==================== design 1
==> design_1/clocks.png <==
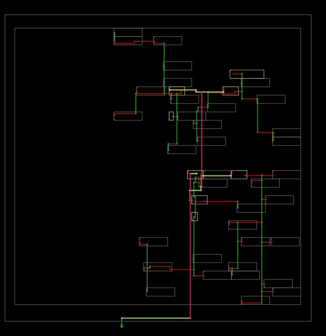

[src/rtl/zigbee_cordic_pipe.sv]
// rtl/zigbee_cordic_pipe.sv - pipelined vectoring CORDIC turning I/Q samples into a phase word (optional magnitude via ZIGBEE_CORDIC_MAG_EN)

module zigbee_cordic_pipe #(
    parameter int NUM_STAGES = 4,
    parameter int IQ_SIZE    = 5,
    parameter int W_SIZE     = 6,
    parameter int REG_EVERY  = 2
) (
    input  logic                      clk,
    input  logic                      reset_n,
    input  logic signed [IQ_SIZE-1:0] ibb,
    input  logic signed [IQ_SIZE-1:0] qbb,
    input  logic                      iValid,
    output logic                      iReady,
    output logic signed [W_SIZE-1:0]  wout,
`ifdef ZIGBEE_CORDIC_MAG_EN
    output logic [IQ_SIZE+1:0]        mag,
`endif
    output logic                      oValid,
    input  logic                      oReady
);

    // x/y carry two guard bits: one for negating the most negative input, one for the CORDIC gain
    localparam int XW   = IQ_SIZE + 2;
    localparam int LAST = NUM_STAGES - 1;

    // Micro-rotation angle atan(2^-k) scaled so that pi maps to 2^(W_SIZE-1)
    function automatic int atan_step(input int k);
        real pi;
        pi = 3.14159265358979323846;
        return int'($atan(1.0 / (2.0 ** k)) * (2.0 ** (W_SIZE - 1)) / pi);
    endfunction

    logic en;

    logic signed [IQ_SIZE-1:0] ibb_q, ibb_d, qbb_q, qbb_d;
    logic                      ivalid_q, ivalid_d;

    // Stage k consumes sx/sy/sw/sv[k]; element k+1 is stage k's result, registered or not
    logic signed [XW-1:0]      sx [NUM_STAGES];
    logic signed [XW-1:0]      sy [NUM_STAGES];
    logic [W_SIZE-1:0]         sw [NUM_STAGES];
    logic                      sv [NUM_STAGES];

    logic signed [XW-1:0]      i_ext, q_ext;

    logic [W_SIZE-1:0]         wout_q, wout_d;
    logic                      ovalid_q, ovalid_d;
    logic [W_SIZE-1:0]         w_last;

    // The whole pipe moves together unless a valid output is waiting on downstream
    assign en     = !ovalid_q || oReady;
    assign iReady = en;

    // Input register captures the sample (or a bubble) whenever the pipe advances
    always_comb begin
        ibb_d    = ibb_q;
        qbb_d    = qbb_q;
        ivalid_d = ivalid_q;
        if (en) begin
            ibb_d    = ibb;
            qbb_d    = qbb;
            ivalid_d = iValid;
        end
    end

    // Input register state
    always_ff @(posedge clk or negedge reset_n) begin
        if (!reset_n) begin
            ibb_q    <= '0;
            qbb_q    <= '0;
            ivalid_q <= 1'b0;
        end else begin
            ibb_q    <= ibb_d;
            qbb_q    <= qbb_d;
            ivalid_q <= ivalid_d;
        end
    end

    // Left half-plane samples are rotated by pi so the stages only see x >= 0
    assign i_ext = {{2{ibb_q[IQ_SIZE-1]}}, ibb_q};
    assign q_ext = {{2{qbb_q[IQ_SIZE-1]}}, qbb_q};
    assign sx[0] = ibb_q[IQ_SIZE-1] ? -i_ext : i_ext;
    assign sy[0] = ibb_q[IQ_SIZE-1] ? -q_ext : q_ext;
    assign sw[0] = ibb_q[IQ_SIZE-1] ? {1'b1, {(W_SIZE-1){1'b0}}} : '0;
    assign sv[0] = ivalid_q;

    for (genvar k = 0; k < NUM_STAGES - 1; k++) begin : g_stage
        localparam logic [W_SIZE-1:0] ANGLE = W_SIZE'(atan_step(k));
        logic signed [XW-1:0] x_c, y_c;
        logic [W_SIZE-1:0]    w_c;

        // One micro-rotation driving y toward zero, accumulating the applied angle
        always_comb begin
            if (sy[k][XW-1]) begin
                x_c = sx[k] - (sy[k] >>> k);
                y_c = sy[k] + (sx[k] >>> k);
                w_c = sw[k] - ANGLE;
            end else begin
                x_c = sx[k] + (sy[k] >>> k);
                y_c = sy[k] - (sx[k] >>> k);
                w_c = sw[k] + ANGLE;
            end
        end

        if (((k + 1) % REG_EVERY) == 0) begin : g_reg
            logic signed [XW-1:0] x_q, x_d, y_q, y_d;
            logic [W_SIZE-1:0]    w_q, w_d;
            logic                 v_q, v_d;

            // Intermediate register loads only when the pipe advances
            always_comb begin
                x_d = x_q;
                y_d = y_q;
                w_d = w_q;
                v_d = v_q;
                if (en) begin
                    x_d = x_c;
                    y_d = y_c;
                    w_d = w_c;
                    v_d = sv[k];
                end
            end

            // Intermediate register state
            always_ff @(posedge clk or negedge reset_n) begin
                if (!reset_n) begin
                    x_q <= '0;
                    y_q <= '0;
                    w_q <= '0;
                    v_q <= 1'b0;
                end else begin
                    x_q <= x_d;
                    y_q <= y_d;
                    w_q <= w_d;
                    v_q <= v_d;
                end
            end

            assign sx[k+1] = x_q;
            assign sy[k+1] = y_q;
            assign sw[k+1] = w_q;
            assign sv[k+1] = v_q;
        end else begin : g_comb
            assign sx[k+1] = x_c;
            assign sy[k+1] = y_c;
            assign sw[k+1] = w_c;
            assign sv[k+1] = sv[k];
        end
    end

    // Final stage: only the phase is needed unless the magnitude is exported
    localparam logic [W_SIZE-1:0] ANGLE_LAST = W_SIZE'(atan_step(LAST));
    assign w_last = sy[LAST][XW-1] ? sw[LAST] - ANGLE_LAST : sw[LAST] + ANGLE_LAST;

`ifdef ZIGBEE_CORDIC_MAG_EN
    logic signed [XW-1:0] x_last;
    logic [XW-1:0]        mag_q, mag_d;
    assign x_last = sy[LAST][XW-1] ? sx[LAST] - (sy[LAST] >>> LAST)
                                   : sx[LAST] + (sy[LAST] >>> LAST);
    assign mag    = mag_q;
`else
    logic unused_last;
    assign unused_last = ^{sx[LAST], sy[LAST][XW-2:0]};
`endif

    // Output register holds while downstream stalls a valid result
    always_comb begin
        wout_d   = wout_q;
        ovalid_d = ovalid_q;
`ifdef ZIGBEE_CORDIC_MAG_EN
        mag_d    = mag_q;
`endif
        if (en) begin
            wout_d   = w_last;
            ovalid_d = sv[LAST];
`ifdef ZIGBEE_CORDIC_MAG_EN
            mag_d    = $unsigned(x_last);
`endif
        end
    end

    // Output register state
    always_ff @(posedge clk or negedge reset_n) begin
        if (!reset_n) begin
            wout_q   <= '0;
            ovalid_q <= 1'b0;
`ifdef ZIGBEE_CORDIC_MAG_EN
            mag_q    <= '0;
`endif
        end else begin
            wout_q   <= wout_d;
            ovalid_q <= ovalid_d;
`ifdef ZIGBEE_CORDIC_MAG_EN
            mag_q    <= mag_d;
`endif
        end
    end

    assign wout   = wout_q;
    assign oValid = ovalid_q;

endmodule
[config.mk]
export PLATFORM = sky130hd
export DESIGN_NAME = zigbee_cordic_pipe
export DESIGN_NICKNAME = d
export VERILOG_FILES = /design/src/rtl/zigbee_cordic_pipe.sv
export SDC_FILE = /design/constraint.sdc
export NUM_CORES = 1
export LEC_CHECK = 0
export CORE_MARGIN = 3
export CORE_UTILIZATION = 40
export DETAILED_ROUTE_END_ITERATION = 7
export PLACE_DENSITY = 0.68
export SLEW_MARGIN = 20
export SYNTH_ARGS = -nofsm -noshare
export SYNTH_HDL_FRONTEND = slang
export SYNTH_SLANG_ARGS = --single-unit
[constraint.sdc]
create_clock -name clk -period 6.9 [get_ports clk]
set_input_delay 1.035 -clock clk [delete_from_list [all_inputs] [get_ports clk]]
set_output_delay 1.035 -clock clk [all_outputs]
set_load 0.02 [all_outputs]
==================== design 2
File: src/rtl/refclk_out_gen.sv
// ============================================================================
// Module      : refclk_out_gen
// Description : Multi-channel forwarded-clock generator producing registered
//               DDR bit pairs with a programmable 50% duty period of N cycles.
//               Optional macro REFCLK_OUT_GEN_SYNC_START_EN adds an ARMED state
//               and a sync_start input for phase-aligned channel starts.
// Revision    : 1.0 - initial release
// ============================================================================
`default_nettype none

module refclk_out_gen #(
  parameter int CHANNELS  = 2,
  parameter int DIV_WIDTH = 8
) (
  input  logic                                            clk_50mhz,
  input  logic                                            rst_n,
`ifdef REFCLK_OUT_GEN_SYNC_START_EN
  input  logic                                            sync_start,
`endif
  input  logic                                            cfg_wr_en,
  input  logic [((CHANNELS > 1) ? $clog2(CHANNELS) : 1)-1:0] cfg_chan,
  input  logic [DIV_WIDTH-1:0]                            cfg_div,
  input  logic                                            cfg_enable,
  output logic [CHANNELS-1:0]                             ddr_din0,
  output logic [CHANNELS-1:0]                             ddr_din1,
  output logic [CHANNELS-1:0]                             running
);

  localparam int CHAN_W = (CHANNELS > 1) ? $clog2(CHANNELS) : 1;
  localparam int PH_W   = DIV_WIDTH + 1;

  typedef enum logic [1:0] {
    ST_IDLE     = 2'd0,
    ST_RUN      = 2'd1,
    ST_STOPPING = 2'd2,
    ST_ARMED    = 2'd3
  } state_t;

  // Half-cycle h of a period of n cycles is high once h reaches n.
  function automatic logic half_bit(input logic [PH_W-1:0] h,
                                    input logic [DIV_WIDTH-1:0] n);
    return (h >= {1'b0, n});
  endfunction

`ifdef REFCLK_OUT_GEN_SYNC_START_EN
  logic r_sync_start;

  always_ff @(posedge clk_50mhz or negedge rst_n) begin
    if (!rst_n) begin
      r_sync_start <= 1'b0;
    end else begin
      r_sync_start <= sync_start;
    end
  end
`endif

  for (genvar g = 0; g < CHANNELS; g++) begin : g_chan
    state_t               r_state;
    state_t               w_state_nxt;
    logic [PH_W-1:0]      r_ph;
    logic [PH_W-1:0]      w_ph_nxt;
    logic [PH_W-1:0]      w_ph_last;
    logic [PH_W-1:0]      w_ph_adv;
    logic [DIV_WIDTH-1:0] r_active_div;
    logic [DIV_WIDTH-1:0] w_active_div_nxt;
    logic [DIV_WIDTH-1:0] r_pending_div;
    logic                 r_pending_en;
    logic                 r_din0;
    logic                 r_din1;
    logic                 r_running;
    logic                 w_din0_nxt;
    logic                 w_din1_nxt;
    logic                 w_running_nxt;
    logic                 w_wr_hit;
    logic                 w_wrap;
    logic                 w_start;

    // Out-of-range channel indices never match any g, so they are dropped.
    assign w_wr_hit = cfg_wr_en && (cfg_chan == CHAN_W'(g));

    always_ff @(posedge clk_50mhz or negedge rst_n) begin
      if (!rst_n) begin
        r_pending_div <= DIV_WIDTH'(1);
        r_pending_en  <= 1'b0;
      end else if (w_wr_hit) begin
        r_pending_div <= (cfg_div == '0) ? DIV_WIDTH'(1) : cfg_div;
        r_pending_en  <= cfg_enable;
      end
    end

    assign w_ph_last = {r_active_div, 1'b0} - PH_W'(2);
    assign w_wrap    = (r_ph == w_ph_last);
    assign w_ph_adv  = w_wrap ? '0 : (r_ph + PH_W'(2));

    always_comb begin
      w_state_nxt      = r_state;
      w_ph_nxt         = r_ph;
      w_active_div_nxt = r_active_div;
      w_din0_nxt       = 1'b0;
      w_din1_nxt       = 1'b0;
      w_running_nxt    = 1'b0;
      w_start          = 1'b0;

      case (r_state)
        ST_IDLE: begin
`ifdef REFCLK_OUT_GEN_SYNC_START_EN
          if (r_pending_en) begin
            w_state_nxt = ST_ARMED;
          end
`else
          w_start = r_pending_en;
`endif
        end

        ST_RUN, ST_STOPPING: begin
          // Stopping is only honoured where a new period would begin, so the
          // final high half is always completed.
          if (w_wrap && !r_pending_en) begin
            w_state_nxt = ST_IDLE;
            w_ph_nxt    = '0;
          end else begin
            w_state_nxt = r_pending_en ? ST_RUN : ST_STOPPING;
            w_ph_nxt    = w_ph_adv;
            if (w_wrap) begin
              w_active_div_nxt = r_pending_div;
            end
            w_din0_nxt    = half_bit(w_ph_nxt, w_active_div_nxt);
            w_din1_nxt    = half_bit(w_ph_nxt + PH_W'(1), w_active_div_nxt);
            w_running_nxt = 1'b1;
          end
        end

`ifdef REFCLK_OUT_GEN_SYNC_START_EN
        ST_ARMED: begin
          if (!r_pending_en) begin
            w_state_nxt = ST_IDLE;
          end else begin
            w_start = r_sync_start;
          end
        end
`endif

        default: begin
          w_state_nxt = ST_IDLE;
          w_ph_nxt    = '0;
        end
      endcase

      if (w_start) begin
        w_state_nxt      = ST_RUN;
        w_ph_nxt         = '0;
        w_active_div_nxt = r_pending_div;
        w_din0_nxt       = half_bit('0, r_pending_div);
        w_din1_nxt       = half_bit(PH_W'(1), r_pending_div);
        w_running_nxt    = 1'b1;
      end
    end

    always_ff @(posedge clk_50mhz or negedge rst_n) begin
      if (!rst_n) begin
        r_state      <= ST_IDLE;
        r_ph         <= '0;
        r_active_div <= DIV_WIDTH'(1);
        r_din0       <= 1'b0;
        r_din1       <= 1'b0;
        r_running    <= 1'b0;
      end else begin
        r_state      <= w_state_nxt;
        r_ph         <= w_ph_nxt;
        r_active_div <= w_active_div_nxt;
        r_din0       <= w_din0_nxt;
        r_din1       <= w_din1_nxt;
        r_running    <= w_running_nxt;
      end
    end

    assign ddr_din0[g] = r_din0;
    assign ddr_din1[g] = r_din1;
    assign running[g]  = r_running;
  end

endmodule

`default_nettype wire

File: config.mk
export PLATFORM = sky130hd
export DESIGN_NAME = refclk_out_gen
export DESIGN_NICKNAME = d
export VERILOG_FILES = /design/src/rtl/refclk_out_gen.sv
export SDC_FILE = /design/constraint.sdc
export NUM_CORES = 1
export LEC_CHECK = 0
export CORE_AREA = 2 2 105 107
export CTS_BUF_LIST = sky130_fd_sc_hd__clkbuf_8
export DETAILED_ROUTE_END_ITERATION = 16
export DIE_AREA = 0 0 107 109
export GPL_ROUTABILITY_DRIVEN = 0
export SLEW_MARGIN = 30
export SYNTH_ARGS = -nofsm -noshare
export SYNTH_HDL_FRONTEND = slang
export SYNTH_SLANG_ARGS = --single-unit
export TNS_END_PERCENT = 50
File: constraint.sdc
create_clock -name clk_50mhz -period 5.1 [get_ports clk_50mhz]
set_input_delay 1.02 -clock clk_50mhz [delete_from_list [all_inputs] [get_ports clk_50mhz]]
set_output_delay 1.02 -clock clk_50mhz [all_outputs]
set_load 0.02 [all_outputs]
==================== design 3
`src/rtl/gray_pkg.sv`:
```
// Shared definitions for the Gray-conversion arbiter: FSM state type,
// width-generic binary-to-Gray helper and the requester-ID width rule.
package gray_pkg;

  localparam int unsigned GRAY_MAXW = 32;

  typedef enum logic {
    IDLE  = 1'b0,
    VALID = 1'b1
  } state_e;

  // Callers zero-extend their word to GRAY_MAXW and cast the result back
  // down. The zero above the word's MSB makes the MSB pass through unchanged.
  function automatic logic [GRAY_MAXW-1:0] bin2gray(input logic [GRAY_MAXW-1:0] b);
    return b ^ (b >> 1);
  endfunction

  // A single requester still gets a one-bit ID so that the port never collapses.
  function automatic int calc_idw(input int n);
    return (n <= 2) ? 1 : $clog2(n);
  endfunction

endpackage

```
`src/rtl/rr_arbiter.sv`:
```
// Round-robin arbiter. The search starts at ptr_i and wraps around.
// It returns a one-hot grant and the binary index of the winner.
// The index is valid whenever any request is present, even if enable_i is low.
module rr_arbiter
  import gray_pkg::*;
#(
  parameter int N   = 4,
  parameter int IDW = calc_idw(N)
) (
  input  logic [N-1:0]   req_i,
  input  logic [IDW-1:0] ptr_i,
  input  logic           enable_i,
  output logic [N-1:0]   gnt_o,
  output logic [IDW-1:0] idx_o
);

  logic           found;
  logic [IDW-1:0] cand;

  // Walk requesters from ptr_i upward and take the first asserted request.
  always_comb begin
    gnt_o = '0;
    idx_o = '0;
    found = 1'b0;
    cand  = '0;
    for (int k = 0; k < N; k++) begin
      cand = IDW'((int'(ptr_i) + k) % N);
      if (!found && req_i[cand]) begin
        found = 1'b1;
        idx_o = cand;
      end
    end
    if (enable_i && found) begin
      gnt_o[idx_o] = 1'b1;
    end
  end

endmodule

```
`src/rtl/gray_conv_arbiter.sv`:
```
// Shares one binary-to-Gray converter among N requesters.
// A round-robin winner's word is converted and registered into a
// valid/ready output slot, tagged with the winner's index.
module gray_conv_arbiter
  import gray_pkg::*;
#(
  parameter  int N   = 4,
  parameter  int W   = 3,
  localparam int IDW = calc_idw(N)
) (
  input  logic           clk,
  input  logic           rst_n,
  input  logic [N-1:0]   req,
  input  logic [N*W-1:0] req_bin,
  output logic [N-1:0]   gnt,
  output logic           out_valid,
  output logic [W-1:0]   out_gray,
  output logic [IDW-1:0] out_id,
  input  logic           out_ready
);

  state_e         state_q, state_d;
  logic [W-1:0]   gray_q, gray_d;
  logic [IDW-1:0] id_q, id_d;
  logic [IDW-1:0] ptr_q, ptr_d;
  logic [IDW-1:0] win_idx;
  logic [W-1:0]   win_word;
  logic           can_accept;
  logic           arb_en;
  logic           granted;

  // The output slot can take a new word when it is empty or is being drained.
  // Holding the arbiter off while rst_n is low keeps gnt quiet during reset.
  assign can_accept = (state_q == IDLE) || out_ready;
  assign arb_en     = can_accept && rst_n;
  assign granted    = |gnt;

  rr_arbiter #(
    .N   (N),
    .IDW (IDW)
  ) u_arb (
    .req_i    (req),
    .ptr_i    (ptr_q),
    .enable_i (arb_en),
    .gnt_o    (gnt),
    .idx_o    (win_idx)
  );

  // Select the winner's binary word from the packed request bus.
  always_comb begin
    win_word = '0;
    for (int i = 0; i < N; i++) begin
      if (win_idx == IDW'(i)) begin
        win_word = req_bin[i*W +: W];
      end
    end
  end

  // Next state: reload on grant, fall back to IDLE when the last result drains.
  always_comb begin
    state_d = state_q;
    gray_d  = gray_q;
    id_d    = id_q;
    ptr_d   = ptr_q;
    if (granted) begin
      state_d = VALID;
      gray_d  = W'(bin2gray(GRAY_MAXW'(win_word)));
      id_d    = win_idx;
      ptr_d   = (win_idx == IDW'(N - 1)) ? '0 : win_idx + IDW'(1);
    end else if ((state_q == VALID) && out_ready) begin
      state_d = IDLE;
    end
  end

  // State, result slot and priority pointer registers.
  always_ff @(posedge clk or negedge rst_n) begin
    if (!rst_n) begin
      state_q <= IDLE;
      gray_q  <= '0;
      id_q    <= '0;
      ptr_q   <= '0;
    end else begin
      state_q <= state_d;
      gray_q  <= gray_d;
      id_q    <= id_d;
      ptr_q   <= ptr_d;
    end
  end

  assign out_valid = (state_q == VALID);
  assign out_gray  = gray_q;
  assign out_id    = id_q;

endmodule

```
`config.mk`:
```
export PLATFORM = sky130hd
export DESIGN_NAME = gray_conv_arbiter
export DESIGN_NICKNAME = d
export VERILOG_FILES = /design/src/rtl/gray_pkg.sv /design/src/rtl/rr_arbiter.sv /design/src/rtl/gray_conv_arbiter.sv
export SDC_FILE = /design/constraint.sdc
export NUM_CORES = 1
export LEC_CHECK = 0
export ABC_AREA = 1
export CAP_MARGIN = 5
export CORE_ASPECT_RATIO = 0.6
export CORE_MARGIN = 4
export CORE_UTILIZATION = 41
export DETAILED_ROUTE_END_ITERATION = 6
export HOLD_SLACK_MARGIN = 0.08
export PLACE_DENSITY = 0.82
export SLEW_MARGIN = 0
export SYNTH_ARGS = -nofsm -noshare
export SYNTH_HDL_FRONTEND = slang
export SYNTH_HIERARCHICAL = 1
export SYNTH_SLANG_ARGS = --single-unit
```
`constraint.sdc`:
```
create_clock -name clk -period 2.7 [get_ports clk]
set_input_delay 0.54 -clock clk [delete_from_list [all_inputs] [get_ports clk]]
set_output_delay 0.54 -clock clk [all_outputs]
set_load 0.02 [all_outputs]
```
==> design_3/layer_met1.png <==
Supply wires on this layer in grey.
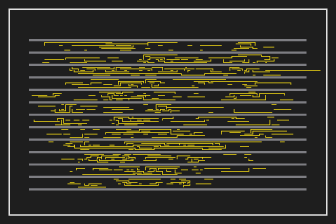
longest straight run: 29.9 um
main direction: horizontal
wire length on this layer: 1,230 um
nets with wire on the layer: 184
total detailed-routing wirelength: 2950 um
routed via count: 1,054
GRT met1 Usage: 0.220

==> reports/highlights.md, design 3 <==
- number of enable flip-flop cells: 0
- dominant logic cell type in the layout: nand2_1
- wl on met1: 1230 um
- delay of the slowest critical-path stage: 0.47 ns
- worst-path cell chain: clkdlybuf4s50_1, inv_1, nand2_1, nand3_2, nand2_4, inv_2, a21oi_2, nand2_2, nand2_2, nand2_2, nor2_1, buf_4
- Yosys top cell by area: dfrtp_1
- Tmin final: 2.69 ns
- final instance count without filler cells: 209
- Init Core Util: 0.463
- cell chosen for the clock root: clkbuf_8
- Slew headroom: 0.724
- final core occ: 0.730
- final setup violation count: 0
- RePlAce Congestion: 0.826
- worst min-delay path endpoint: out_id[1]
- flops out of synthesis: 8
- initial antenna violation count: 0
- Seq. cell area: 200 um2
- worst hold-check path type: reg -> reg
- placed cell area: 1300 um2
- endpoint required time on the critical path: 2.16 ns
- GR Util met2: 0.297
- clock edge transition at the registers on the reported setup and hold paths: 0.04 ns
- netlist area before placement: 918 um2
- number of global-route vias before repair: 935
- clock net sink count: 8
- first-pass GRT wire length: 4210 um
- chip width: 69.1 um
- RSZ-0062 raised after global routing: true
- Critical Path Start Type: input pin
- chip area: 3090 um2
- placeable core region: 1980 um2
- predominant post-synthesis flop cell: dfrtp_1
- Top Usage Layer GRT: met2
- placed wire-length estimate: 2060 um
- number of nets with antenna violations after detailed routing: 0
- CTS tree: yes
- placement row count: 12
- H-tree depth: 1
- P&R area growth vs syn: 57.6%
- DR top layer: met4
- die height: 44.7 um
- timing-limited maximum frequency: 372 MHz
- deepest clock path buffer count: 2
- number of placed cells counting well taps: 206
- length of the first detailed-routing pass in iterations: 4
- FFs w/ async S/R, synth: 1.00
- cell total in the yosys stat output: 141
- reg2reg path depth: 21
- result of the run: finished clean
- CTS buffer count: 3
- met3 layer usage reported by global route: 0.0499
- R2R Path End: out_gray[1]
- Min-Delay Startpoint: out_id[1]
- DR vias/cell: 5.04
- sum of negative setup slack: 0 ns
- post-CTS setup buffers: 0
==> design 3: cell type report <==
| cell class | count | share of cell area |
|---|---|---|
| tap | 28 | 0.0242 |
| timing repair buffer | 38 | 0.239 |
| clock buffer | 3 | 0.0285 |
| sequential | 8 | 0.138 |
| multi-input combinational | 107 | 0.496 |
| inverter | 25 | 0.0735 |
==> design 3: kinds of logic (layout without fill, tap and decap cells) <==
family          Yosys count  count (layout)  share of synthesized area
compound gates           13              13                     0.0913
fa+ha+maj                 4               4                     0.0545
simple gates             90              90                      0.516
buf+inv                  26              66                      0.120
flops                     8               8                      0.218
==> design_2/wires.png <==
Only two layers are drawn.
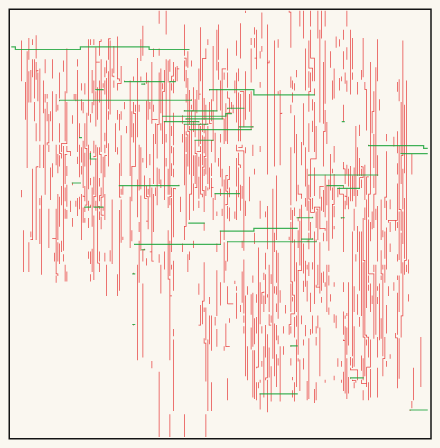
| colour | layer | wire length |
|---|---|---|
| red | metal 2 | 5,400 um |
| green | metal 3 | 376 um |
routed length per instance: 17.2 um
routed via count: 3,815
total detailed-routing wirelength: 11,500 um
global-route total usage across every layer: 0.212

==> design_2/clocks.png <==
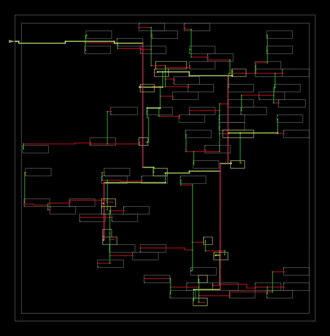
clock net sink count: 62
source-to-sink clock delay at the later pin of the worst-skew pair: 0.37 ns
clkbuf count: 9

==> reports/highlights.md, design 2 <==
- cell total in the yosys stat output: 526
- most frequent cells after synthesis: dfrtp_1, nand2_1, nor2_1
- net count reported at finish: 577
- Critical Path End: g_chan[1].r_din1
- Critical Path Start Type: flip-flop
- R2R Path End: g_chan[1].r_din1
- Worst Setup Path Type: reg -> reg
- hold violation total from the final report: 0
- result of the run: finished clean
- Tmin final: 4.48 ns
- DR vias/cell: 5.70
- first-pass GRT wire length: 19,300 um
- worst min-delay path endpoint: g_chan[0].r_state[1]
- Yosys warnings: 0
- H-tree depth: 3
- hold slack: 0.520 ns
- reg2reg path depth: 18
design 2: through the flow:
step / setup slack (ns) / utilization
final: 0.621 / 0.482
after global placement: 0.624 / 0.460
after detailed placement: 0.604 / 0.460
after floorplan: 0.652 / -
after global routing: 0.333 / 0.482
after CTS: 0.577 / 0.481
design 2: routing by layer:
layer	wire length [um]	track usage
met5	0	0
met4	235	0.0761
met3	376	0.0371
met2	5400	0.338
met1	5520	0.291
design 2: critical path: cells and delay by family, from the launching register on:
family	cells	cell delay (ns)
compound gates	7	1.76
simple gates	6	0.94
fa+ha+maj	3	0.77
flops	1	0.63
xor+xnor	1	0.17
buf+inv	1	0.09
==> design_1/layer_met1.png <==
Supply wires on this layer in grey.
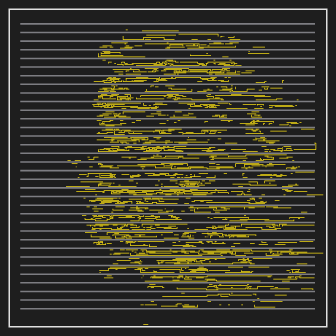
longest straight run: 38.6 um
nets with wire on the layer: 449
main direction: horizontal
total detailed-routing wirelength: 7190 um
routed via count: 2,807
GRT met1 Usage: 0.192

About design_1/clocks.png:
Post-Route Skew: 0.00754 ns
clock net sink count: 36
clkbuf count: 6
source-to-sink clock delay at the later pin of the worst-skew pair: 0.29 ns

==> reports/highlights.md, design 1 <==
- critical path endpoint category: flip-flop
- H-tree depth: 2
- number of enable flip-flop cells: 0
- flops out of synthesis: 36
- worst-path cell with the longest stage delay: dfrtp_1
- DR vias/cell: 5.26
- most flop-heavy register: g_stage.g_reg.y_q
- net count reported at finish: 493
- final setup violation count: 0
- worst-case setup slack after placement: 2.07 ns
- netlist area before placement: 3500 um2
- Slew headroom: 0.470
- instance count along the most critical hold path: 1
- max-cap viol count: 0
- worst hold-check path type: reg -> reg
- deepest clock path buffer count: 2
- compound-gate portion of the synthesized area: 0.176
- area of all placed cells without fillers: 3890 um2
- post-CTS setup buffers: 0
- number of global-route vias before repair: 2,793
- P&R area growth vs syn: 11.0%
- Crit path max-delay family: AND-OR/OR-AND gates
- transition at the pin with the smallest max-transition slack: 0.795 ns
- mux cell area share after synthesis: 0.0297
- drc violations: 0
- placed wire-length estimate: 5580 um
- number of placed cells counting well taps: 526
- final core occ: 0.466
- number of nets with antenna violations after detailed routing: 0
- predominant post-synthesis flop cell: dfrtp_1
- post-synthesis adder-cell area fraction: 0.197
- total overflow reported by the global router: 0
- Min-Delay Startpoint: g_stage[1].g_reg.w_q[0]
- top cells by area, synth: dfrtp_1, ha_1, xnor2_1
- Gates resized, CTS repair: 0
- chip area: 9910 um2
- XORs/XNORs by Area: 0.107
- tool warnings: 38
- placement row count: 33
- result of the run: finished clean
- RSZ-0062 raised after global routing: false
- initial antenna violation count: 0
- Largest register FFs: 7
- number of max-slew violations in the final report: 0
- hold slack: 0.476 ns
- number of diodes: 0
- RePlAce Congestion: 0.901
- Init Core Util: 0.420
- cell depth of the worst setup path: 20
- placeable core region: 8340 um2
- routed length per instance: 13.5 um
- fraction of final layout cells sized beyond drive strength 1: 0.0583
- Critical Path End: g_stage[1].g_reg.y_q[6]
- die height: 99.6 um
## design 1: final cells by class
cell class,instances,area [um2]
inverters,38,143
clock buffers,6,72.6
repair buffers,23,220
multi-input cells,324,2390
fillers,804,4450
clock inverters,2,35.0
well taps,105,131
flip-flops and latches,36,901
## design 1: layer usage
layer  vias up  wire length [um]  track usage
li1       1424                 -            -
met1      1327              3370        0.192
met2        45              3460        0.275
met3        11               228       0.0203
met4         0               135       0.0494
met5         -                 0            0

